# design 1

`config.mk`:
```
export PLATFORM = sky130hd
export DESIGN_NAME = seq_array_multiplier
export DESIGN_NICKNAME = d
export VERILOG_FILES = /design/src/rtl/mult_pkg.sv /design/src/rtl/ripple_adder.sv /design/src/rtl/seq_array_multiplier.sv
export SDC_FILE = /design/constraint.sdc
export NUM_CORES = 1
export LEC_CHECK = 0
export CAP_MARGIN = 25
export CORE_ASPECT_RATIO = 0.5
export CORE_MARGIN = 2
export CORE_UTILIZATION = 45
export CTS_CLUSTER_SIZE = 12
export DETAILED_ROUTE_END_ITERATION = 12
export PLACE_DENSITY_LB_ADDON = 0.3
export SLEW_MARGIN = 20
export SYNTH_ARGS = -nofsm -noshare
export SYNTH_HDL_FRONTEND = slang
export SYNTH_SLANG_ARGS = --single-unit
export TNS_END_PERCENT = 30
```
`constraint.sdc`:
```
create_clock -name clk -period 4.4 [get_ports clk]
set_input_delay 0.88 -clock clk [delete_from_list [all_inputs] [get_ports clk]]
set_output_delay 0.88 -clock clk [all_outputs]
set_load 0.02 [all_outputs]
```
`src/rtl/mult_pkg.sv`:
```
// mult_pkg: shared state type and default operand width for the sequential multiplier.
package mult_pkg;
    localparam int DEFAULT_WIDTH = 8;
    typedef enum logic [1:0] {IDLE, RUN, FINISH} state_e;
endpackage

```
`src/rtl/ripple_adder.sv`:
```
// ripple_adder: WIDTH-bit ripple-carry adder with carry-out, built from full-adder cells.
module ripple_adder #(
    parameter int WIDTH = 8
) (
    input  logic [WIDTH-1:0] a_i,
    input  logic [WIDTH-1:0] b_i,
    output logic [WIDTH-1:0] sum_o,
    output logic             cout_o
);
    logic [WIDTH:0] c;
    assign c[0] = 1'b0;
    for (genvar i = 0; i < WIDTH; i++) begin : g_fa
        assign sum_o[i] = a_i[i] ^ b_i[i] ^ c[i];
        assign c[i+1]   = (a_i[i] & b_i[i]) | (c[i] & (a_i[i] ^ b_i[i]));
    end
    assign cout_o = c[WIDTH];
endmodule

```
`src/rtl/seq_array_multiplier.sv`:
```
// seq_array_multiplier: start/done shift-add multiplier, unsigned or signed, WIDTH+1 cycles per product.
module seq_array_multiplier
    import mult_pkg::*;
#(
    parameter int WIDTH = DEFAULT_WIDTH
) (
    input  logic               clk,
    input  logic               rst_n,
    input  logic               start_i,
    input  logic               signed_mode_i,
    input  logic [WIDTH-1:0]   a_i,
    input  logic [WIDTH-1:0]   b_i,
    output logic               busy_o,
    output logic               done_o,
    output logic [2*WIDTH-1:0] product_o
);
    localparam int CW = (WIDTH > 2) ? $clog2(WIDTH) : 1;
    state_e             state_q, state_d;
    logic [CW-1:0]      cnt_q, cnt_d;
    logic [WIDTH-1:0]   mcand_q, mcand_d;
    logic [2*WIDTH-1:0] acc_q, acc_d;
    logic [2*WIDTH-1:0] product_q, product_d;
    logic               neg_q, neg_d, done_q, done_d;
    logic [WIDTH-1:0]   a_mag, b_mag, sum;
    logic               cout;
    assign a_mag = (signed_mode_i && a_i[WIDTH-1]) ? ~a_i + WIDTH'(1) : a_i;
    assign b_mag = (signed_mode_i && b_i[WIDTH-1]) ? ~b_i + WIDTH'(1) : b_i;
    // Upper half accumulates; lower half holds the multiplier, consumed LSB first.
    ripple_adder #(.WIDTH(WIDTH)) u_add (
        .a_i    (acc_q[2*WIDTH-1:WIDTH]),
        .b_i    (acc_q[0] ? mcand_q : '0),
        .sum_o  (sum),
        .cout_o (cout)
    );
    always_comb begin
        state_d   = state_q;
        cnt_d     = cnt_q;
        mcand_d   = mcand_q;
        acc_d     = acc_q;
        neg_d     = neg_q;
        product_d = product_q;
        done_d    = 1'b0;
        if (state_q == IDLE && start_i) begin
            mcand_d = a_mag;
            acc_d   = {{WIDTH{1'b0}}, b_mag};
            neg_d   = signed_mode_i & (a_i[WIDTH-1] ^ b_i[WIDTH-1]);
            cnt_d   = '0;
            state_d = RUN;
        end else if (state_q == RUN) begin
            acc_d   = {cout, sum, acc_q[WIDTH-1:1]};
            cnt_d   = cnt_q + CW'(1);
            state_d = (cnt_q == CW'(WIDTH - 1)) ? FINISH : RUN;
        end else if (state_q == FINISH) begin
            product_d = neg_q ? ~acc_q + (2*WIDTH)'(1) : acc_q;
            done_d    = 1'b1;
            state_d   = IDLE;
        end
    end
    always_ff @(posedge clk or negedge rst_n) begin
        if (!rst_n) begin
            state_q   <= IDLE;
            cnt_q     <= '0;
            mcand_q   <= '0;
            acc_q     <= '0;
            neg_q     <= 1'b0;
            product_q <= '0;
            done_q    <= 1'b0;
        end else begin
            state_q   <= state_d;
            cnt_q     <= cnt_d;
            mcand_q   <= mcand_d;
            acc_q     <= acc_d;
            neg_q     <= neg_d;
            product_q <= product_d;
            done_q    <= done_d;
        end
    end
    assign busy_o    = (state_q != IDLE);
    assign done_o    = done_q;
    assign product_o = product_q;
endmodule

```
==> results.txt <==
flow finished, numbers: placed cell area=3050 sq um, CTS tree=yes, PortBufs=37, Compound Share, Synth=0.142, htree depth=2, CTS Hold Buffers Added=0, met1 wire length=2.84 mm, chip area=~6500 sq um, Post-synth EDFFs=0, invs w/o clock=19, Skew-Pair Late Insertion Delay=roughly 0.29 ns, Worst R2R End=acc_q[14], Avg Cell Area, Syn=9.09 sq um, vias post-DR=2096, remaining global-route overflow=0, Post-synth mux share=0.0115, fp util=0.473, area share of the largest cell type after synthesis=0.449, Non-clock buffers, area share=0.123, Max clock buf depth=2, Top non-seq family=simple AND/OR/NAND/NOR gates, pwr dens=~700 nW/um^2, Die Wd=112 um, antenna violations before repair=0, status=completed, M1 GR Usage=0.264, Filler cells=508, Mapped Area=around 2600 sq um, simple share=0.186, met3 WL=280 um, Synth flops=~47, WL met2=2.42 mm, crit path launch type=flop, Worst Setup SP=acc_q[0], GR peak layer=met2, setup TNS=0 ns, initial DRC count=129, post-CTS setup buffer count=0, largest cell class by area=multi-input combinational cells
[placed cells by master, fill, tap and decap left out, types with 2 or more instances in the layout]
master and n:
nand2_1 52, dfrtp_1 47, clkdlybuf4s50_1 36, o21ai_0 32, inv_1 19, nor2_1 19
nand3_1 15, xnor2_1 15, a21oi_1 11, xor2_1 10, a31oi_1 7, fa_1 7
ha_1 6, clkbuf_16 5, nor3b_1 3, mux2i_1 3, o31ai_1 3, nor3_1 3
and2_1 2, a211oi_1 2, nor4_1 2, o31ai_2 2, o21ai_1 2, or3_1 2
buf_4 2
[critical path: stages, from the launching register on]
cell     delay [ns]
dfrtp_1        0.53
and2_1         0.18
ha_1           0.13
inv_1          0.04
fa_1           0.37
fa_1           0.39
fa_1           0.39
fa_1           0.39
fa_1           0.36
inv_1          0.08
fa_1           0.16
inv_1          0.05
fa_1           0.46
o21ai_0        0.07
[power by group through the flow]
stage	registers (mW)	logic [mW]	clock network, mW
global route	0.870	1.10	0.395
detailed placement	0.842	0.974	0
finish	0.837	0.977	0.365
floorplan	0.859	0.612	0
global placement	0.829	0.940	0
CTS	0.834	0.980	0.375
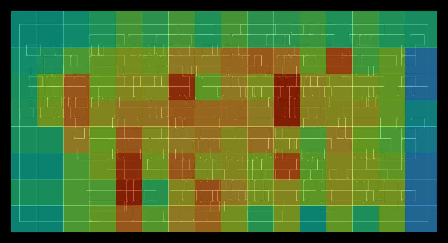
Figure 1: design 1, track usage over the die.
post-layout util: 0.578
GR Util met2: 0.294

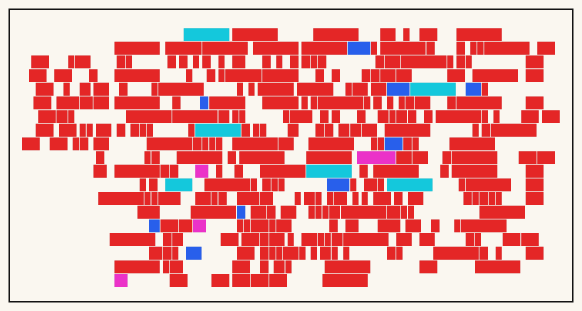
Figure 2: design 1, sizing map.
[cyan] _6 and larger | cells: 6 | share: 1.9%
[red] _0 and _1 cells | cells: 305 | share: 94%
[blue] _2 cells | cells: 9 | share: 2.8%
[magenta] _3 and _4 cells | cells: 4 | share: 1.2%
PnR worst setup slack: 0.639 ns
Synth-to-Final Area Change: 22.3%
Non-clock buffers: 40
Final Instance Area: 3200 sq um


# design 2

==> src/rtl/pc_sequencer.sv <==
// Fetch-stage program counter with sequential/jump/branch/call/return selection,
// a circular return-address stack, stall hold and sticky error flags.
module pc_sequencer #(
    parameter int unsigned WIDTH     = 16,
    parameter int unsigned STEP      = 4,
    parameter int unsigned RESET_PC  = 0,
    parameter int unsigned RAS_DEPTH = 4
) (
    input  logic             clk,
    input  logic             rst_n,
    input  logic             stall,
    input  logic [2:0]       sel,
    input  logic [WIDTH-1:0] target,
    input  logic [WIDTH-1:0] offset,
    output logic [WIDTH-1:0] pc,
    output logic             redirect,
    output logic             ras_empty,
    output logic             ras_full,
    output logic             ras_ovf,
    output logic             ras_unf,
    output logic             sel_err
);

    localparam int unsigned PW = $clog2(RAS_DEPTH);
    localparam int unsigned CW = $clog2(RAS_DEPTH + 1);

    localparam logic [2:0] SelSeq    = 3'b000;
    localparam logic [2:0] SelJump   = 3'b001;
    localparam logic [2:0] SelBranch = 3'b010;
    localparam logic [2:0] SelCall   = 3'b011;
    localparam logic [2:0] SelRet    = 3'b100;

    logic [WIDTH-1:0] pc_q, pc_d;
    logic [WIDTH-1:0] seq_pc, br_pc, top;
    logic             redirect_q, redirect_d;
    logic             ovf_q, ovf_d, unf_q, unf_d, err_q, err_d;
    logic [PW-1:0]    ptr_q, ptr_d, ptr_dec;
    logic [CW-1:0]    cnt_q, cnt_d;
    logic             push;
    logic [WIDTH-1:0] ras_mem [RAS_DEPTH];

    assign seq_pc    = pc_q + WIDTH'(STEP);
    assign br_pc     = seq_pc + offset;
    assign ptr_dec   = ptr_q - PW'(1);
    assign top       = ras_mem[ptr_dec];
    assign ras_empty = (cnt_q == '0);
    assign ras_full  = (cnt_q == CW'(RAS_DEPTH));

    always_comb begin
        pc_d       = pc_q;
        redirect_d = 1'b0;
        ovf_d      = ovf_q;
        unf_d      = unf_q;
        err_d      = err_q;
        ptr_d      = ptr_q;
        cnt_d      = cnt_q;
        push       = 1'b0;
        if (!stall) begin
            case (sel)
                SelSeq: pc_d = seq_pc;
                SelJump: begin
                    pc_d       = target;
                    redirect_d = 1'b1;
                end
                SelBranch: begin
                    pc_d       = br_pc;
                    redirect_d = 1'b1;
                end
                SelCall: begin
                    pc_d       = target;
                    redirect_d = 1'b1;
                    push       = 1'b1;
                    ptr_d      = ptr_q + PW'(1);
                    // When full the pointer sits on the oldest entry, so the push overwrites it.
                    if (ras_full) begin
                        ovf_d = 1'b1;
                    end else begin
                        cnt_d = cnt_q + CW'(1);
                    end
                end
                SelRet: begin
                    if (!ras_empty) begin
                        pc_d       = top;
                        redirect_d = 1'b1;
                        ptr_d      = ptr_dec;
                        cnt_d      = cnt_q - CW'(1);
                    end else begin
                        pc_d  = seq_pc;
                        unf_d = 1'b1;
                    end
                end
                default: err_d = 1'b1;
            endcase
        end
    end

    always_ff @(posedge clk) begin
        if (!rst_n) begin
            pc_q       <= WIDTH'(RESET_PC);
            redirect_q <= 1'b0;
            ovf_q      <= 1'b0;
            unf_q      <= 1'b0;
            err_q      <= 1'b0;
            ptr_q      <= '0;
            cnt_q      <= '0;
        end else begin
            pc_q       <= pc_d;
            redirect_q <= redirect_d;
            ovf_q      <= ovf_d;
            unf_q      <= unf_d;
            err_q      <= err_d;
            ptr_q      <= ptr_d;
            cnt_q      <= cnt_d;
        end
    end

    // Stack storage is not reset; only the pointer and count are.
    always_ff @(posedge clk) begin
        if (rst_n && push) begin
            ras_mem[ptr_q] <= seq_pc;
        end
    end

    assign pc       = pc_q;
    assign redirect = redirect_q;
    assign ras_ovf  = ovf_q;
    assign ras_unf  = unf_q;
    assign sel_err  = err_q;

endmodule
==> config.mk <==
export PLATFORM = sky130hd
export DESIGN_NAME = pc_sequencer
export DESIGN_NICKNAME = d
export VERILOG_FILES = /design/src/rtl/pc_sequencer.sv
export SDC_FILE = /design/constraint.sdc
export NUM_CORES = 1
export LEC_CHECK = 0
export CAP_MARGIN = 20
export CORE_MARGIN = 8
export CORE_UTILIZATION = 51
export DETAILED_ROUTE_END_ITERATION = 10
export PLACE_DENSITY = 0.82
export SYNTH_ARGS = -nofsm -noshare
export SYNTH_HDL_FRONTEND = slang
export SYNTH_SLANG_ARGS = --single-unit
==> constraint.sdc <==
create_clock -name clk -period 2.9 [get_ports clk]
set_clock_uncertainty 0.05 [all_clocks]
set_input_delay 0.58 -clock clk [delete_from_list [all_inputs] [get_ports clk]]
set_output_delay 0.58 -clock clk [all_outputs]
set_load 0.01 [all_outputs]
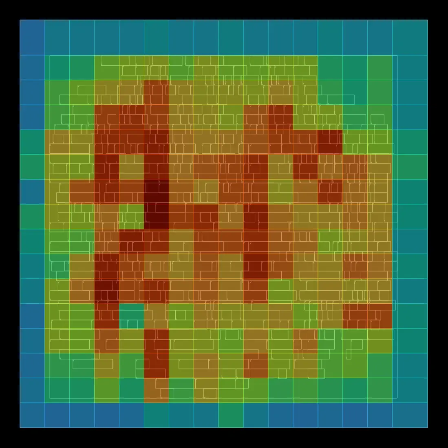
Figure 3: design 2, track usage over the die.
GR Util met2: 0.370
GR peak layer: met2
GRT Overall Usage: 0.215

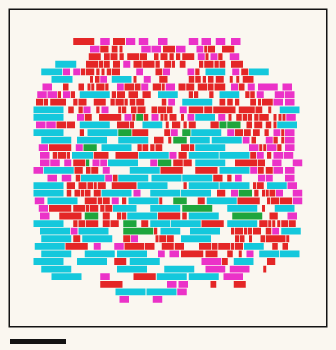
Figure 4: design 2, cells colored by class.
Bar = 20 um.
[green] clock drivers and dummy loads | cells: 16 | share of their area: 4.0%
[cyan] flops | cells: 89 | share of their area: 40%
[red] combinational and other logic | cells: 294 | share of their area: 38%
[magenta] other buffers and delay cells | cells: 119 | share of their area: 18%
Final Instance Area: 6240 sq um
Site Rows: 35

==> results.txt <==
flow finished, numbers: total of warnings raised by yosys=0, Power, Total=3.09 mW, core area=9200 sq um, htree depth=3, area share of the largest cell type after synthesis=0.398, Antenna Cells=0, fin nets=approximately 580, setup TNS=0 ns, met3 Use GR=0.0634, wire per inst=21.9 um, first-pass GRT wire length=21.5 mm, post-CTS setup buffer count=1, remaining global-route overflow=0, total wire length=13.8 mm, Boundary Pins=60, Filler cells=681, met1 wire length=between 5 and 6 mm, CTS tree=yes, Async SR Flop Fraction=0, Synth top cells by count=edfxtp_1 (64), nor2_1 (28), a21oi_1 (26), layout cells sized above 1=0.224, worst min-delay path class=reg -> reg, pwr dens=~500 nW/um^2, combinational share of power=0.208, Avg Cell Area, Syn=11.9 sq um, Reg power frac=0.461, area leader, netlist=edfxtp_1, status=completed, Skew-Pair Late Insertion Delay=0.36 ns, Pwr top=registers, CP most frequent cell=o21ai_0, vias post-DR=3868, CP max stage cell=dfxtp_2, sw frac=0.259, placed cell area=between 5000 and 6000 sq um, antenna violations before repair=0, PortBufs=just under 60, Post-CTS Resized=1, Mapped Area=4830 sq um, PnR worst setup slack=0.0805 ns
[worst register-to-register path, cell delays in order (launching register included)]
cell	delay [ns]
dfxtp_2	0.39
buf_4	0.16
and4_2	0.26
nand4_1	0.25
xnor2_2	0.25
ha_1	0.33
o21ai_0	0.18
a21oi_1	0.05
or2_2	0.28
and3b_1	0.18
o21ai_0	0.21
a221oi_2	0.09
[layout make-up]
class / instances / area [sq um] / share of cell area
Sequential cell: 89 / 2430 / 0.390
Multi-Input combinational cell: 283 / 2280 / 0.365
Timing Repair Buffer: 119 / 1100 / 0.177
Tap cell: 111 / 139 / 0.0223
Clock buffer: 10 / 128 / 0.0204
Clock inverter: 6 / 114 / 0.0182
Inverter: 11 / 41.3 / 0.00662
[worst paths after layout]
kind / start / end / slack [ns] / cells past startpoint
worst min-delay path: ras_unf / ras_unf / 0.43 / 2
worst min register to register: ras_unf / ras_unf / 0.43 / 2
worst max register to register: pc[4] / pc[14] / 0.08 / 11
worst max-delay path: pc[4] / pc[14] / 0.08 / 11
[cells by family after synthesis]
logic type | Yosys count
compound gates | 115
simple gates | 96
flops | 89
buf+inv | 35
xor+xnor | 27
fa+ha+maj | 24
mux | 21

# design 3

Figure 5. Track usage over the die (design 3).
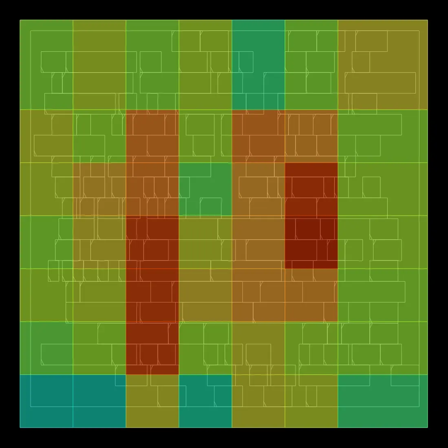
--- config.mk ---
export PLATFORM = sky130hd
export DESIGN_NAME = decoder_addr_sequencer
export DESIGN_NICKNAME = d
export VERILOG_FILES = /design/src/rtl/decoder_addr_sequencer.sv
export SDC_FILE = /design/constraint.sdc
export NUM_CORES = 1
export LEC_CHECK = 0
export CORE_UTILIZATION = 53
export DETAILED_ROUTE_END_ITERATION = 7
export HOLD_SLACK_MARGIN = 0.02
export PLACE_DENSITY_LB_ADDON = 0.2
export SLEW_MARGIN = 20
export SYNTH_ARGS = -nofsm -noshare
export SYNTH_HDL_FRONTEND = slang
export SYNTH_SLANG_ARGS = --single-unit
--- constraint.sdc ---
create_clock -name clk -period 2.65 [get_ports clk]
set_input_delay 0.53 -clock clk [delete_from_list [all_inputs] [get_ports clk]]
set_output_delay 0.53 -clock clk [all_outputs]
set_load 0.03 [all_outputs]
--- src/rtl/decoder_addr_sequencer.sv ---
// ============================================================================
// Module  : decoder_addr_sequencer
// Brief   : Sweeps the 2-bit select of a 2-to-4 decoder up or down, holding
//           each code DWELL clocks, with single/continuous and graceful stop.
// Revision: 1.0
// ============================================================================
`default_nettype none

module decoder_addr_sequencer #(
  parameter int DWELL   = 4,
  parameter int DWELL_W = 8,
  parameter int SWEEP_W = 8
) (
  input  logic               clk,
  input  logic               rst_n,
  input  logic               start,
  input  logic               stop,
  input  logic               dir,
  input  logic               single,
  output logic               a1,
  output logic               a0,
  output logic               en,
  output logic               step,
  output logic               sweep_done,
  output logic [SWEEP_W-1:0] sweep_cnt,
  output logic               busy
);

  typedef enum logic [0:0] {
    IDLE = 1'b0,
    SCAN = 1'b1
  } state_t;

  localparam logic [DWELL_W-1:0] C_LAST = DWELL_W'(DWELL - 1);

  state_t               r_state;
  logic [1:0]           r_code;
  logic [DWELL_W-1:0]   r_dwell;
  logic                 r_dir;
  logic                 r_single;
  logic                 r_stop_pend;
  logic                 r_step;
  logic                 r_sweep_done;
  logic [SWEEP_W-1:0]   r_sweep_cnt;

  state_t               w_state_nxt;
  logic [1:0]           w_code_nxt;
  logic [DWELL_W-1:0]   w_dwell_nxt;
  logic                 w_dir_nxt;
  logic                 w_single_nxt;
  logic                 w_at_step;
  logic                 w_at_final;
  logic                 w_stopping;
  logic                 w_step_nxt;
  logic                 w_done_nxt;

  assign w_at_step  = (r_state == SCAN) && (r_dwell == C_LAST);
  assign w_at_final = (r_code == (r_dir ? 2'd0 : 2'd3));
  // A stop seen on the step edge itself still lets the current dwell finish.
  assign w_stopping = r_stop_pend | stop;

  always_comb begin
    w_state_nxt  = r_state;
    w_code_nxt   = r_code;
    w_dwell_nxt  = r_dwell;
    w_dir_nxt    = r_dir;
    w_single_nxt = r_single;
    case (r_state)
      IDLE: begin
        if (start && !stop) begin
          w_state_nxt  = SCAN;
          w_dir_nxt    = dir;
          w_single_nxt = single;
          w_code_nxt   = dir ? 2'd3 : 2'd0;
          w_dwell_nxt  = '0;
        end
      end
      SCAN: begin
        if (w_at_step) begin
          w_dwell_nxt = '0;
          if (w_at_final) begin
            if (r_single || w_stopping) w_state_nxt = IDLE;
            else                        w_code_nxt  = r_dir ? 2'd3 : 2'd0;
          end else if (w_stopping) begin
            w_state_nxt = IDLE;
          end else begin
            w_code_nxt = r_dir ? (r_code - 2'd1) : (r_code + 2'd1);
          end
        end else begin
          w_dwell_nxt = r_dwell + DWELL_W'(1);
        end
      end
      default: w_state_nxt = IDLE;
    endcase
  end

  // Step and sweep_done are computed one edge early so they are plain flops.
  assign w_step_nxt = (w_state_nxt == SCAN) && (w_dwell_nxt == C_LAST);
  assign w_done_nxt = w_step_nxt && (w_code_nxt == (w_dir_nxt ? 2'd0 : 2'd3));

  always_ff @(posedge clk or negedge rst_n) begin
    if (!rst_n) begin
      r_state      <= IDLE;
      r_code       <= 2'd0;
      r_dwell      <= '0;
      r_dir        <= 1'b0;
      r_single     <= 1'b0;
      r_stop_pend  <= 1'b0;
      r_step       <= 1'b0;
      r_sweep_done <= 1'b0;
      r_sweep_cnt  <= '0;
    end else begin
      r_state      <= w_state_nxt;
      r_code       <= w_code_nxt;
      r_dwell      <= w_dwell_nxt;
      r_dir        <= w_dir_nxt;
      r_single     <= w_single_nxt;
      r_step       <= w_step_nxt;
      r_sweep_done <= w_done_nxt;
      if (w_at_step && w_at_final)
        r_sweep_cnt <= r_sweep_cnt + SWEEP_W'(1);
      if (w_state_nxt == IDLE)
        r_stop_pend <= 1'b0;
      else if (r_state == SCAN && stop)
        r_stop_pend <= 1'b1;
    end
  end

  assign a1         = r_code[1];
  assign a0         = r_code[0];
  assign en         = (r_state == SCAN);
  assign busy       = (r_state != IDLE);
  assign step       = r_step;
  assign sweep_done = r_sweep_done;
  assign sweep_cnt  = r_sweep_cnt;

endmodule

`default_nettype wire

==> results.txt <==
flow finished, numbers: status=completed, Post-synth EDFFs=0, RSZ-0062 raised after global routing=false, GRT Overall Usage=0.251, worst min-delay path class=reg -> reg, Post-CTS Resized=0, Antenna Cells=0, total wire length=2.96 mm, Die Wd=around 53 um, fin nets=160, Fin Hold WS=0.491 ns, Top cells excl fill/tap=dfrtp_1 (24), clkdlybuf4s50_1 (19), nand2_1 (13), nor2_1 (8), CTS tree=yes, yosys adder share=0.0181, dominant logic cell type in the layout=dfrtp_1, Async SR Flop Fraction=1.00, Synth cell types=a little over 50, post-detailed-route count of antenna-violating nets=0, Clk pwr share=0.115, fp util=0.558, Worst Hold Depth=1, simple share=0.258, Yosys Chip Area=1380 sq um, Slew Viols, Final=0, CP bufs+invs=1, Avg Cell Area, Syn=roughly 11 sq um, met3 WL=between 150 and 200 um, Detailed Place HPWL=roughly 2.2 mm, total of warnings raised by yosys=0, worst path cell trace=clkdlybuf4s50_1 -> or2_2 -> o32a_2 -> o32a_1 -> or4_4 -> a2111oi_4
## Picture notes: Figure 5
wire per inst: 16.3 um
GR peak layer: met2
post-layout util: 0.657
met3 Use GR: 0.0632
GR Util met2: 0.407

[worst max path at each step]
stage | startpoint | endpoint | depth (start not counted)
CTS | stop | sweep_done | 6
detailed placement | stop | sweep_done | 6
global placement | stop | sweep_done | 6
finish | stop | sweep_done | 6
global route | r_dwell[0] | sweep_done | 6
floorplan | busy | sweep_done | 5
[kinds of logic after synthesis]
logic type                 after synthesis
buffers and inverters                    8
adders and majority gates                2
and+or+nand+nor                         59
muxes                                    3
AOI/OAI and AO/OA                       24
xor gates and xnor gates                10
DFF                                     24
[sequential cells by signal (all words and copies together), names as in the netlist]
signal	count
r_stop_pend	1
sweep_cnt	8
sweep_done	1
busy	1
r_dwell	8
r_dir	1
r_single	1
r_code	2
step	1
[power by group through the flow]
stage          registers, mW  clock network, mW  logic [mW]
6_report               0.671              0.199       0.854
3_3_place_gp           0.661                  0       0.818
3_5_place_dp           0.672                  0       0.851
5_1_grt                0.693              0.220       0.934
2_1_floorplan          0.680                  0       0.610
4_1_cts                0.664              0.203       0.856
[worst register-to-register path, cell delays in order (launching register included)]
cell	delay, ns
dfrtp_1	0.48
ha_1	0.35
nand4bb_2	0.21
nor3_2	0.33
a2bb2oi_2	0.13
or4_4	0.50
a2111oi_4	0.28

# design 4

<file path="config.mk">
export PLATFORM = sky130hd
export DESIGN_NAME = piso_serializer
export DESIGN_NICKNAME = d
export VERILOG_FILES = /design/src/rtl/piso_pkg.sv /design/src/rtl/piso_serializer.sv
export SDC_FILE = /design/constraint.sdc
export NUM_CORES = 1
export LEC_CHECK = 0
export CORE_MARGIN = 2
export CORE_UTILIZATION = 40
export CTS_CLUSTER_SIZE = 8
export DETAILED_ROUTE_END_ITERATION = 10
export GPL_TIMING_DRIVEN = 0
export PLACE_DENSITY = 0.72
export SLEW_MARGIN = 30
export SYNTH_ARGS = -nofsm -noshare
export SYNTH_HDL_FRONTEND = slang
export SYNTH_SLANG_ARGS = --single-unit
export TNS_END_PERCENT = 5
</file>
<file path="constraint.sdc">
create_clock -name clk -period 2.1 [get_ports clk]
set_clock_uncertainty 0.15 [all_clocks]
set_input_delay 0.525 -clock clk [delete_from_list [all_inputs] [get_ports clk]]
set_output_delay 0.525 -clock clk [all_outputs]
set_load 0.005 [all_outputs]
</file>
<file path="src/rtl/piso_pkg.sv">
// ---------------------------------------------------------------------------
// piso_pkg
// Shared definitions for the parallel-in serial-out serializer.
//   piso_state_t : IDLE (shift register empty) / SHIFT (word being sent)
//   cnt_width()  : width of the bit counter for a given word width
// ---------------------------------------------------------------------------
package piso_pkg;

    typedef enum logic {
        IDLE  = 1'b0,
        SHIFT = 1'b1
    } piso_state_t;

    // Counter must index bits 0..width-1; never narrower than one bit.
    function automatic int cnt_width(input int width);
        return (width <= 2) ? 1 : $clog2(width);
    endfunction

endpackage : piso_pkg

</file>
<file path="src/rtl/piso_serializer.sv">
// ---------------------------------------------------------------------------
// piso_serializer
// Converts WIDTH-bit parallel words into a one-bit-per-clock serial stream.
// A one-word holding buffer lets back-to-back words stream without a gap.
//
// Parameters
//   WIDTH     : bits per word (2..32)
//   MSB_FIRST : 1 = bit WIDTH-1 sent first, 0 = bit 0 sent first
//
// Ports
//   clk       in   rising-edge clock
//   rst_n     in   asynchronous active-low reset
//   pd        in   parallel word, sampled only on accept
//   pd_valid  in   upstream offers a word
//   pd_ready  out  block can take a word (holding buffer empty)
//   so        out  serial data bit, 0 when so_valid is low
//   so_valid  out  so carries a live bit
//   so_last   out  so is the final bit of the current word
//   busy      out  shift register or holding buffer occupied
// ---------------------------------------------------------------------------
module piso_serializer
    import piso_pkg::*;
#(
    parameter int WIDTH     = 4,
    parameter bit MSB_FIRST = 1'b1
) (
    input  logic             clk,
    input  logic             rst_n,
    input  logic [WIDTH-1:0] pd,
    input  logic             pd_valid,
    output logic             pd_ready,
    output logic             so,
    output logic             so_valid,
    output logic             so_last,
    output logic             busy
);

    localparam int             CW   = cnt_width(WIDTH);
    localparam logic [CW-1:0]  LAST = CW'(WIDTH - 1);

    if (WIDTH < 2 || WIDTH > 32) begin : g_width_check
        $error("piso_serializer: WIDTH must lie in 2..32");
    end

    piso_state_t      state;
    logic [CW-1:0]    count;
    logic [WIDTH-1:0] sreg;
    logic [WIDTH-1:0] hold;
    logic             hold_full;

    logic [WIDTH-1:0] sreg_shifted;
    logic             head;
    logic             accept;
    logic             at_last;

    // Bit order is fixed at elaboration: pick the output tap and shift direction.
    if (MSB_FIRST) begin : g_msb
        assign head         = sreg[WIDTH-1];
        assign sreg_shifted = {sreg[WIDTH-2:0], 1'b0};
    end else begin : g_lsb
        assign head         = sreg[0];
        assign sreg_shifted = {1'b0, sreg[WIDTH-1:1]};
    end

    // Every output below depends on registers only, never on pd/pd_valid.
    assign pd_ready = !hold_full;
    assign accept   = pd_valid && pd_ready;
    assign at_last  = (count == LAST);
    assign so_valid = (state == SHIFT);
    assign so       = so_valid && head;
    assign so_last  = so_valid && at_last;
    assign busy     = so_valid || hold_full;

    // NOTE: sequential state uses non-blocking assignments so every register
    // samples the pre-edge values of the others, independent of statement order.
    always_ff @(posedge clk or negedge rst_n) begin
        if (!rst_n) begin
            state     <= IDLE;
            count     <= '0;
            sreg      <= '0;
            hold      <= '0;
            hold_full <= 1'b0;
        end else begin
            case (state)
                IDLE: begin
                    if (accept) begin
                        // Empty pipe: bypass the hold and start sending next cycle.
                        sreg  <= pd;
                        count <= '0;
                        state <= SHIFT;
                    end
                end
                SHIFT: begin
                    if (at_last) begin
                        if (hold_full) begin
                            sreg      <= hold;
                            hold_full <= 1'b0;
                            count     <= '0;
                        end else if (accept) begin
                            sreg  <= pd;
                            count <= '0;
                        end else begin
                            // Shifting out the last bit also clears sreg for IDLE.
                            sreg  <= sreg_shifted;
                            state <= IDLE;
                        end
                    end else begin
                        sreg  <= sreg_shifted;
                        count <= count + CW'(1);
                        if (accept) begin
                            hold      <= pd;
                            hold_full <= 1'b1;
                        end
                    end
                end
                default: state <= IDLE;
            endcase
        end
    end

endmodule : piso_serializer

</file>
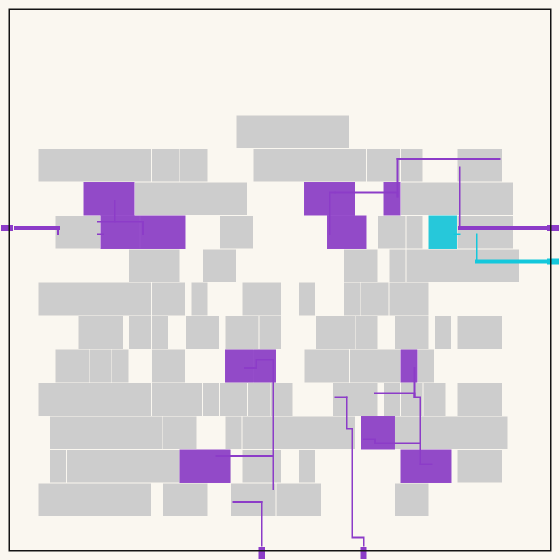
Figure 6: design 4, nets reached from selected ports.
[cyan] so | bits: 1 | direction: output | edge: right | end cells: 1 | buffers: 1 | wire: 8.40 um
[purple] pd | bits: 4 | direction: input | edge: 2 bottom, 1 left, 1 right | end cells: 12 | buffers: 4 | wire: 99.5 um
PortBufs: 11
Boundary Pins: 12

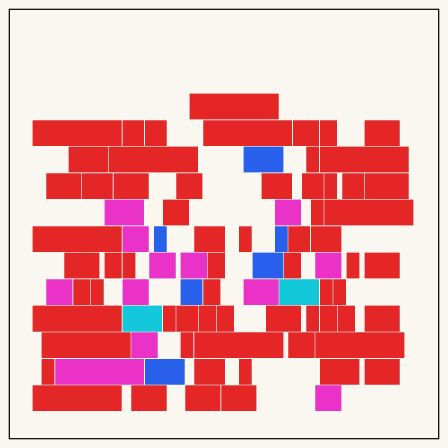
Figure 7: design 4, sizing map.
[red] _0 and _1 cells | cells: 65 | share: 76%
[blue] _2 cells | cells: 6 | share: 7.1%
[magenta] _3 and _4 cells | cells: 12 | share: 14%
[cyan] _6 and larger | cells: 2 | share: 2.4%
Final Instance Area: 861 sq um
Synth-to-Final Area Change: 35.2%
PnR worst setup slack: 0.0585 ns
Non-clock buffers: 19

worst paths after layout:
check,from,to,slack [ns],cells past startpoint
min in group asynchronous,rst_n,hold[2],0.46,1
hold / removal,hold[2],hold[2],0.34,1
max in group asynchronous,rst_n,count[1],0.95,1
setup / recovery,so_valid,busy,0.06,4
hold reg to reg,hold[2],hold[2],0.34,1
setup reg to reg,count[1],hold[1],0.39,6
critical path, stage by stage (launching register included):
cell,delay (ns)
dfrtp_1,0.36
buf_6,0.15
inv_2,0.06
nand2_1,0.05
clkdlybuf4s50_1,0.49
state kept, by name, indices dropped and copies added (netlist names):
| name | flops |
|---|---|
| so_valid | 1 |
| count | 2 |
| hold | 4 |
| sreg | 4 |
| hold_full | 1 |
cell usage after synthesis, drive strengths merged (2+ instances only):
| cell | instances | area [sq um] |
|---|---|---|
| nand2b | 2 | 15.0 |
| mux2 | 4 | 45.0 |
| nor2 | 6 | 30.0 |
| a21oi | 4 | 20.0 |
| buf | 2 | 10.0 |
| a32oi | 2 | 17.5 |
| nand2 | 8 | 32.5 |
| inv | 4 | 15.0 |
| and2 | 3 | 18.8 |
| o21ai | 5 | 25.0 |
| dfrtp | 12 | 300 |
==> results.txt <==
flow finished, numbers: Top non-seq family=AND-OR/OR-AND gates, clock buffers=3, Post-synth EDFFs=0, total CTS buffers=3, Post-synth mux share=0.0864, Avg Cell Area, Syn=between 9 and 10 sq um, comb_multi_in=47, Post-CTS Resized=6, Max clock buf depth=2, Compound Share, Synth=0.198, status=completed, Flops=12, combinational share of cell area=0.376, chip area=between 1500 and 2000 sq um, Cell Count, Final, Fillers Out=101, Root Buffer=clkbuf_4, setup TNS=0 ns, xor/xnor share=0, met3 WL=71 um, first-pass GRT wire length=2.37 mm, Yosys Chip Area=637 sq um

# design 5

Figure 8. Routed metal per tile (design 5).
Bar = 20 um. 13 x 13 tiles, from dark purple (low) to yellow (high), scaled to the fullest tile. Values are wire area over tile area, all layers added.
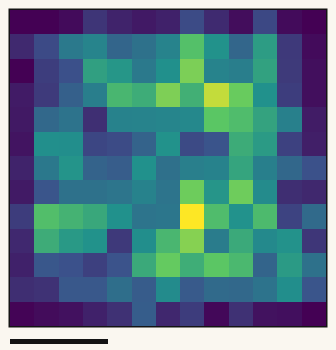
Figure 9. Track usage over the die (design 5).
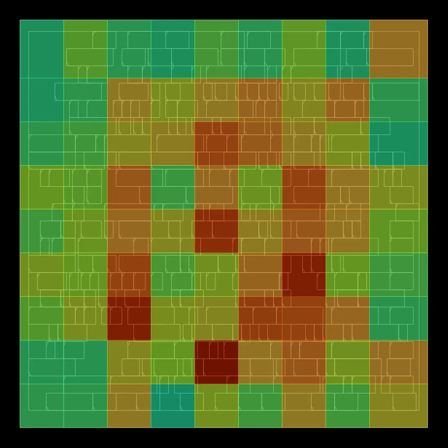
`config.mk`:
```
export PLATFORM = sky130hd
export DESIGN_NAME = conv_feeder
export DESIGN_NICKNAME = d
export VERILOG_FILES = /design/src/rtl/conv_pkg.sv /design/src/rtl/feed_skid_buf.sv /design/src/rtl/conv_feeder.sv
export SDC_FILE = /design/constraint.sdc
export NUM_CORES = 1
export LEC_CHECK = 0
export CAP_MARGIN = 30
export CORE_UTILIZATION = 57
export DETAILED_ROUTE_END_ITERATION = 8
export PLACE_DENSITY = 0.81
export REMOVE_ABC_BUFFERS = 1
export SYNTH_ARGS = -nofsm -noshare
export SYNTH_HDL_FRONTEND = slang
export SYNTH_SLANG_ARGS = --single-unit
```
`constraint.sdc`:
```
create_clock -name clk -period 7.49 [get_ports clk]
set_input_delay 0.749 -clock clk [delete_from_list [all_inputs] [get_ports clk]]
set_output_delay 0.749 -clock clk [all_outputs]
set_load 0.05 [all_outputs]
```
`src/rtl/conv_pkg.sv`:
```
// Shared types and address-map helpers for the conv job feeder.
package conv_pkg;

  typedef enum logic [1:0] {
    IDLE,
    LOAD_W,
    LOAD_P,
    DRAIN
  } feed_state_t;

  localparam int W_BASE = 0;

  // Pixels start right after the kernel weights in the job buffer
  function automatic int P_BASE(input int k);
    return k * k;
  endfunction

  function automatic int TOTAL_BEATS(input int d, input int k);
    return k * k + d * d;
  endfunction

endpackage

```
`src/rtl/feed_skid_buf.sv`:
```
// Two-entry {w_en, data} buffer with a registered head that drives the outgoing beat.
module feed_skid_buf #(
  parameter int DATA_WIDTH = 8
) (
  input  logic                  clk,
  input  logic                  rst,
  input  logic                  push,
  input  logic                  push_w_en,
  input  logic [DATA_WIDTH-1:0] push_data,
  input  logic                  pop,
  output logic [1:0]            count,
  output logic                  head_valid,
  output logic                  head_w_en,
  output logic [DATA_WIDTH-1:0] head_data
);

  logic                  tail_w_en;
  logic [DATA_WIDTH-1:0] tail_data;
  logic                  pop_ok;

  assign head_valid = (count != 2'd0);
  assign pop_ok     = pop & head_valid;

  // Incoming data lands in the head whenever the head slot is free after this cycle's pop
  always_ff @(posedge clk) begin
    if (rst) begin
      count     <= 2'd0;
      head_w_en <= 1'b0;
      head_data <= '0;
      tail_w_en <= 1'b0;
      tail_data <= '0;
    end else begin
      if (pop_ok && count == 2'd2) begin
        head_w_en <= tail_w_en;
        head_data <= tail_data;
      end
      if (push) begin
        if (count == 2'd0 || (count == 2'd1 && pop_ok)) begin
          head_w_en <= push_w_en;
          head_data <= push_data;
        end else begin
          tail_w_en <= push_w_en;
          tail_data <= push_data;
        end
      end
      count <= count + 2'(push) - 2'(pop_ok);
    end
  end

endmodule

```
`src/rtl/conv_feeder.sv`:
```
// Reads one conv job (weights then pixels) from the job buffer and streams it
// downstream over a valid/ready link, absorbing backpressure in a 2-entry skid buffer.
module conv_feeder
  import conv_pkg::*;
#(
  parameter int DATA_SIZE   = 32,
  parameter int KERNEL_SIZE = 5,
  parameter int DATA_WIDTH  = 8,
  parameter int ADDR_BW     = $clog2(KERNEL_SIZE*KERNEL_SIZE + DATA_SIZE*DATA_SIZE)
) (
  input  logic                  clk,
  input  logic                  rst,
  input  logic                  i_start,
  output logic                  o_busy,
  output logic                  o_done,
  output logic                  o_rd_en,
  output logic [ADDR_BW-1:0]    o_rd_addr,
  input  logic [DATA_WIDTH-1:0] i_rd_data,
  output logic                  o_valid,
  output logic                  o_w_en,
  output logic [DATA_WIDTH-1:0] o_data,
  input  logic                  i_ready
);

  localparam int                 N_W         = P_BASE(KERNEL_SIZE);
  localparam int                 N_TOTAL     = TOTAL_BEATS(DATA_SIZE, KERNEL_SIZE);
  localparam logic [ADDR_BW-1:0] FIRST_ADDR  = ADDR_BW'(W_BASE);
  localparam logic [ADDR_BW-1:0] LAST_W_ADDR = ADDR_BW'(N_W - 1);
  localparam logic [ADDR_BW-1:0] LAST_ADDR   = ADDR_BW'(N_TOTAL - 1);

  feed_state_t          state;
  logic                 inflight;
  logic                 inflight_w_en;
  logic [ADDR_BW-1:0]   rd_addr;
  logic [ADDR_BW-1:0]   beat_cnt;
  logic [1:0]           buf_count;
  logic                 pop;
  logic [2:0]           occupancy;
  logic                 issue;

  // A read may only be issued if its data is guaranteed a slot in the skid buffer
  assign pop       = o_valid & i_ready;
  assign occupancy = {2'b00, inflight} + {1'b0, buf_count} - {2'b00, pop};
  assign issue     = (state == LOAD_W || state == LOAD_P) && (occupancy < 3'd2);
  assign o_rd_en   = issue;
  assign o_rd_addr = rd_addr;

  feed_skid_buf #(
    .DATA_WIDTH (DATA_WIDTH)
  ) u_skid (
    .clk        (clk),
    .rst        (rst),
    .push       (inflight),
    .push_w_en  (inflight_w_en),
    .push_data  (i_rd_data),
    .pop        (pop),
    .count      (buf_count),
    .head_valid (o_valid),
    .head_w_en  (o_w_en),
    .head_data  (o_data)
  );

  always_ff @(posedge clk) begin
    if (rst) begin
      state         <= IDLE;
      o_busy        <= 1'b0;
      o_done        <= 1'b0;
      rd_addr       <= '0;
      beat_cnt      <= '0;
      inflight      <= 1'b0;
      inflight_w_en <= 1'b0;
    end else begin
      o_done        <= 1'b0;
      inflight      <= issue;
      inflight_w_en <= (state == LOAD_W);
      if (issue) rd_addr <= rd_addr + 1'b1;
      if (pop) beat_cnt <= beat_cnt + 1'b1;
      case (state)
        IDLE: begin
          if (i_start) begin
            state    <= LOAD_W;
            o_busy   <= 1'b1;
            rd_addr  <= FIRST_ADDR;
            beat_cnt <= '0;
          end
        end
        LOAD_W: if (issue && rd_addr == LAST_W_ADDR) state <= LOAD_P;
        LOAD_P: if (issue && rd_addr == LAST_ADDR) state <= DRAIN;
        DRAIN: begin
          if (pop && beat_cnt == LAST_ADDR) begin
            state  <= IDLE;
            o_busy <= 1'b0;
            o_done <= 1'b1;
          end
        end
        default: state <= IDLE;
      endcase
    end
  end

endmodule

```
==> results.txt <==
flow finished, numbers: final setup violation count=0, post-CTS setup buffer count=0, Internal=0.515 mW, Reg power frac=0.374, Detailed Place HPWL=3.23 mm, top sig layer=met4, Power, Total=0.879 mW, Final Instance Area=2710 sq um, WL met2=2.20 mm, area share of the largest cell type after synthesis=0.433, fp util=0.601, Syn Inst Count=256, Yosys Chip Area=2220 sq um, Worst R2R End=state[0], crit path capture=o_rd_en, Synth area leaders=dfxtp_1 (43%), nor2_1 (7.8%), nand2_1 (5.8%), Worst-Margin Slew=0.726 ns, drt pass-1 iters=4, CP bufs+invs=5, Worst Setup SP=i_ready, Cells after DPL=about 330, max-cap viol count=0, Boundary Pins=36, status=completed, CP top delay family=buffers and inverters, Residual DRC=0, fin nets=315, WP data required=6.74 ns, area leader, netlist=dfxtp_1, worst min-delay path class=reg -> reg, Net Switching=around 0.36 mW, post-layout util=0.734, chip area=4140 sq um, CTS Hold Buffers Added=0, Async SR Flop Fraction=0, total CTS buffers=5, clock sink count=48, total of warnings raised by yosys=0, met1 wire length=roughly 1.9 mm, Worst Hold Path EP=u_skid.head_w_en, Crit path depth=10
About Figure 8:
tiles over half the peak: 27%
mean over tiles: 0.17
nearly empty tiles: 3.6%
vias post-DR: 1837
wire per inst: 12.9 um

About Figure 9:
GR Util met2: 0.399
met3 Use GR: 0.0482
GRT Overall Usage: 0.233

==> registers in the layout, summed over array words and instances (netlist names), 2 cells and up <==
name,flops
state,2
o_rd_addr,11
u_skid.head_data,8
u_skid.tail_data,8
beat_cnt,11
u_skid.count,2
==> cell families (layout without fill, tap and decap cells) <==
family	Yosys count	in the layout	synth area share
AOI/OAI and AO/OA	25	25	0.0847
adders and majority gates	11	11	0.0655
muxes	9	9	0.0406
and+or+nand+nor	118	118	0.248
DFF	48	48	0.433
buffers and inverters	24	60	0.0418
xor gates and xnor gates	21	21	0.0863
==> layout make-up <==
cell class	count	area, sq um	share of cell area
multi-input cells	184	1160	0.430
clock buffers	7	96.3	0.0356
flip-flops and latches	48	961	0.355
repair buffers	37	365	0.135
well taps	48	60.1	0.0222
inverters	16	61.3	0.0226
==> power by group through the flow <==
stage               sequential, mW  combinational, mW  clock (mW)
global placement             0.333              0.380           0
global route                 0.334              0.428       0.175
finish                       0.329              0.390       0.160
CTS                          0.329              0.393       0.165
detailed placement           0.335              0.390           0
floorplan                    0.409              0.200           0

# design 6

Figure 10. Sizing map (design 6).
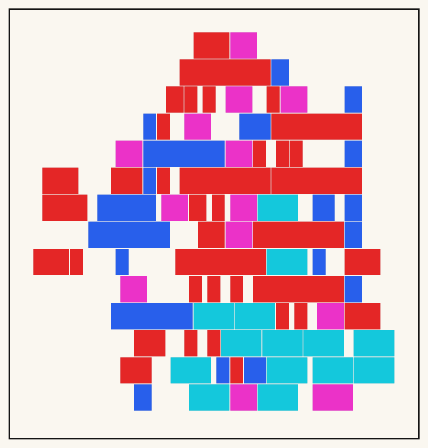
Figure 11. Nets reached from selected ports (design 6).
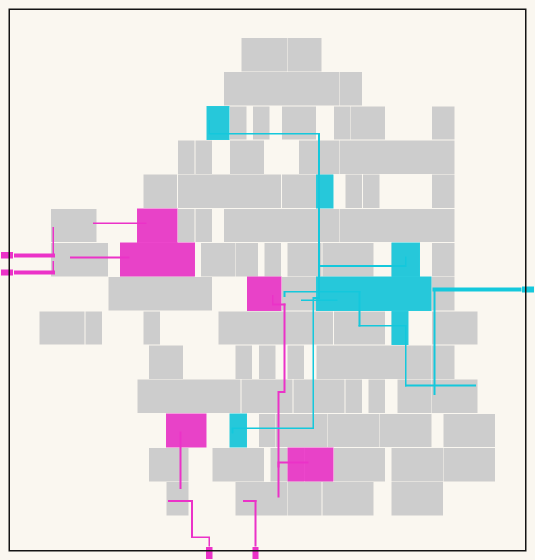
==> src/rtl/four_bit_addr_sub.sv <==
// Registered WIDTH-bit two's-complement adder/subtractor with carry-out and signed overflow.
// Optional zero flag output z is enabled by defining ADDRSUB_ZERO_FLAG_EN.

module addsub_fa_cell (
    input  logic a_i,
    input  logic b_i,
    input  logic c_i,
    output logic s_o,
    output logic c_o
);
    logic p;

    assign p   = a_i ^ b_i;
    assign s_o = p ^ c_i;
    assign c_o = (a_i & b_i) | (c_i & p);
endmodule

module four_bit_addr_sub #(
    parameter int WIDTH = 4
) (
    input  logic             clk,
    input  logic             rst_n,
    input  logic             in_valid,
    input  logic [WIDTH-1:0] a,
    input  logic [WIDTH-1:0] b,
    input  logic             c0,
    output logic [WIDTH-1:0] s,
    output logic             c4,
    output logic             v,
`ifdef ADDRSUB_ZERO_FLAG_EN
    output logic             z,
`endif
    output logic             out_valid
);
    logic [WIDTH-1:0] b_eff;
    logic [WIDTH-1:0] sum;
    logic [WIDTH:0]   c;

    // c0 doubles as mode select and carry-in: inverting b and adding one gives A-B.
    assign b_eff = b ^ {WIDTH{c0}};
    assign c[0]  = c0;

    for (genvar i = 0; i < WIDTH; i++) begin : g_fa
        addsub_fa_cell u_fa (
            .a_i (a[i]),
            .b_i (b_eff[i]),
            .c_i (c[i]),
            .s_o (sum[i]),
            .c_o (c[i+1])
        );
    end

    logic [WIDTH-1:0] s_q, s_d;
    logic             c4_q, c4_d;
    logic             v_q, v_d;
    logic             vld_q, vld_d;

    always_comb begin
        s_d   = s_q;
        c4_d  = c4_q;
        v_d   = v_q;
        vld_d = in_valid;
        if (in_valid) begin
            s_d  = sum;
            c4_d = c[WIDTH];
            v_d  = c[WIDTH] ^ c[WIDTH-1];
        end
    end

    always_ff @(posedge clk or negedge rst_n) begin
        if (!rst_n) begin
            s_q   <= '0;
            c4_q  <= 1'b0;
            v_q   <= 1'b0;
            vld_q <= 1'b0;
        end else begin
            s_q   <= s_d;
            c4_q  <= c4_d;
            v_q   <= v_d;
            vld_q <= vld_d;
        end
    end

    assign s         = s_q;
    assign c4        = c4_q;
    assign v         = v_q;
    assign out_valid = vld_q;

`ifdef ADDRSUB_ZERO_FLAG_EN
    logic z_q, z_d;

    always_comb begin
        z_d = z_q;
        if (in_valid) z_d = (sum == '0);
    end

    always_ff @(posedge clk or negedge rst_n) begin
        if (!rst_n) z_q <= 1'b0;
        else        z_q <= z_d;
    end

    assign z = z_q;
`endif
endmodule

==> config.mk <==
export PLATFORM = sky130hd
export DESIGN_NAME = four_bit_addr_sub
export DESIGN_NICKNAME = d
export VERILOG_FILES = /design/src/rtl/four_bit_addr_sub.sv
export SDC_FILE = /design/constraint.sdc
export NUM_CORES = 1
export LEC_CHECK = 0
export ABC_AREA = 1
export CAP_MARGIN = 20
export CORE_AREA = 2 2 39 41
export DETAILED_ROUTE_END_ITERATION = 6
export DIE_AREA = 0 0 41 43
export HOLD_SLACK_MARGIN = 0.08
export SYNTH_ARGS = -nofsm -noshare
export SYNTH_HDL_FRONTEND = slang
export SYNTH_SLANG_ARGS = --single-unit
export TNS_END_PERCENT = 5
==> constraint.sdc <==
create_clock -name clk -period 1 [get_ports clk]
set_input_delay 0.3 -clock clk [delete_from_list [all_inputs] [get_ports clk]]
set_output_delay 0.3 -clock clk [all_outputs]
set_load 0.01 [all_outputs]
==> results.txt <==
flow finished, numbers: PnR worst setup slack=-0.675 ns, total CTS buffers=3, WP data required=1.15 ns, final setup violation count=13, CP max stage cell=fa_2, fp util=0.276, CTS tree=yes, Leakage=0.423 nW, Net Switching=0.297 mW, layout cells sized above 1=0.554, dominant logic cell type in the layout=nand2_1, Commonest flop=dfrtp_1, failing checks=negative setup slack, Yosys Instances=42, Log Warnings=29, RR Startpoint=s[2], Floorplan Nets=between 50 and 60, final worst-path cycle share=1.67, Internal=0.710 mW, post-detailed-route count of antenna-violating nets=0, reg-to-reg setup timing slack=0.27 ns, fin nets=between 90 and 100, Fmax=0.597 GHz, GRT Overall Usage=0.157, status=finished, violations left
About Figure 10:
[cyan] _6 and larger | cells: 14 | share: 17%
[red] _0 and _1 cells | cells: 37 | share: 45%
[blue] _2 cells | cells: 19 | share: 23%
[magenta] _3 and _4 cells | cells: 13 | share: 16%
Non-clock buffers: 37
Final Instance Area: 787 sq um
Synth-to-Final Area Change: 106%
PnR worst setup slack: -0.675 ns

About Figure 11:
[magenta] b | bits: 4 | direction: input | edge: 2 bottom, 2 left | end cells: 6 | buffers: 4 | wire: 53.5 um
[cyan] in_valid | bits: 1 | direction: input | edge: right | end cells: 6 | buffers: 2 | wire: 88.9 um
Boundary Pins: 19
PortBufs: 18

## kinds of logic (layout without fill, tap and decap cells)
family / count (synthesis) / after routing / share of synthesized area
buffers and inverters: 7 / 48 / 0.0688
AND/OR/NAND/NOR: 19 / 19 / 0.190
flip-flops: 7 / 7 / 0.459
AND-OR/OR-AND: 3 / 3 / 0.0557
XOR/XNOR: 3 / 3 / 0.0689
adder cells (fa/ha/maj): 3 / 3 / 0.157
## cell type report
cell class / count / area (sq um) / area share
timing repair buffer: 37 / 332 / 0.421
multi-input combinational: 28 / 208 / 0.264
sequential: 7 / 175 / 0.223
clock buffer: 4 / 26.3 / 0.0334
inverter: 7 / 26.3 / 0.0334
tap: 16 / 20.0 / 0.0254
## sequential cells by signal, summed over array words and instances, names as in the netlist
| signal | flops |
|---|---|
| c4 | 1 |
| v | 1 |
| out_valid | 1 |
| s | 4 |
## per-layer routing
layer / vias to the layer above / global-route usage / part of all wire
li1: 206 / - / -
met2: 14 / 0.231 / 0.47
met4: 0 / 0.140 / 0.039
met5: - / 0 / 0
met3: 4 / 0.0157 / 0.067
met1: 174 / 0.190 / 0.43


==> notes/layouts.md <==
Pictures saved along the way, in no particular order.

Cells colored by class.
shot_01.png
Bar = 10 um.
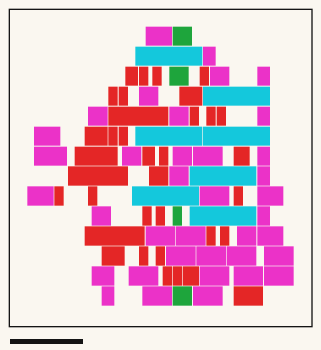
shot_02.png
Bar = 20 um.
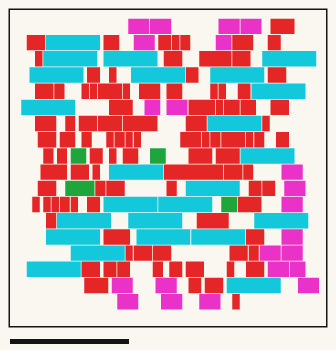
shot_03.png
Bar = 20 um.
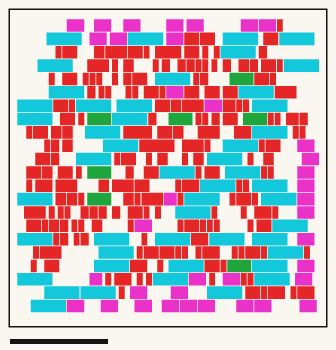
shot_04.png
Bar = 10 um.
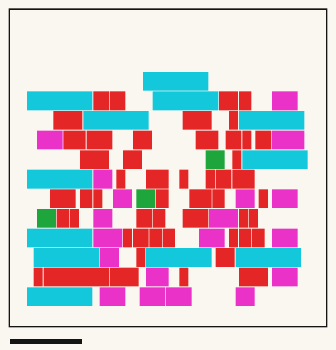
shot_05.png
Bar = 20 um.
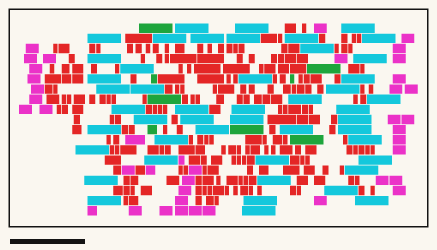
design 5 -> shot_03.png
design 6 -> shot_01.png
design 4 -> shot_04.png
design 1 -> shot_05.png
design 3 -> shot_02.png
The one with the fewest sequential cells is shot_01.png.
The one with the most cells is shot_05.png.

Key to shot_01.png:
[cyan] flops | cells: 7 | share of their area: 23%
[red] combinational and other logic | cells: 35 | share of their area: 31%
[green] clock drivers and dummy loads | cells: 4 | share of their area: 3.4%
[magenta] other buffers and delay cells | cells: 37 | share of their area: 43%

No activity file was given, so power comes from the tool's default toggle rates.
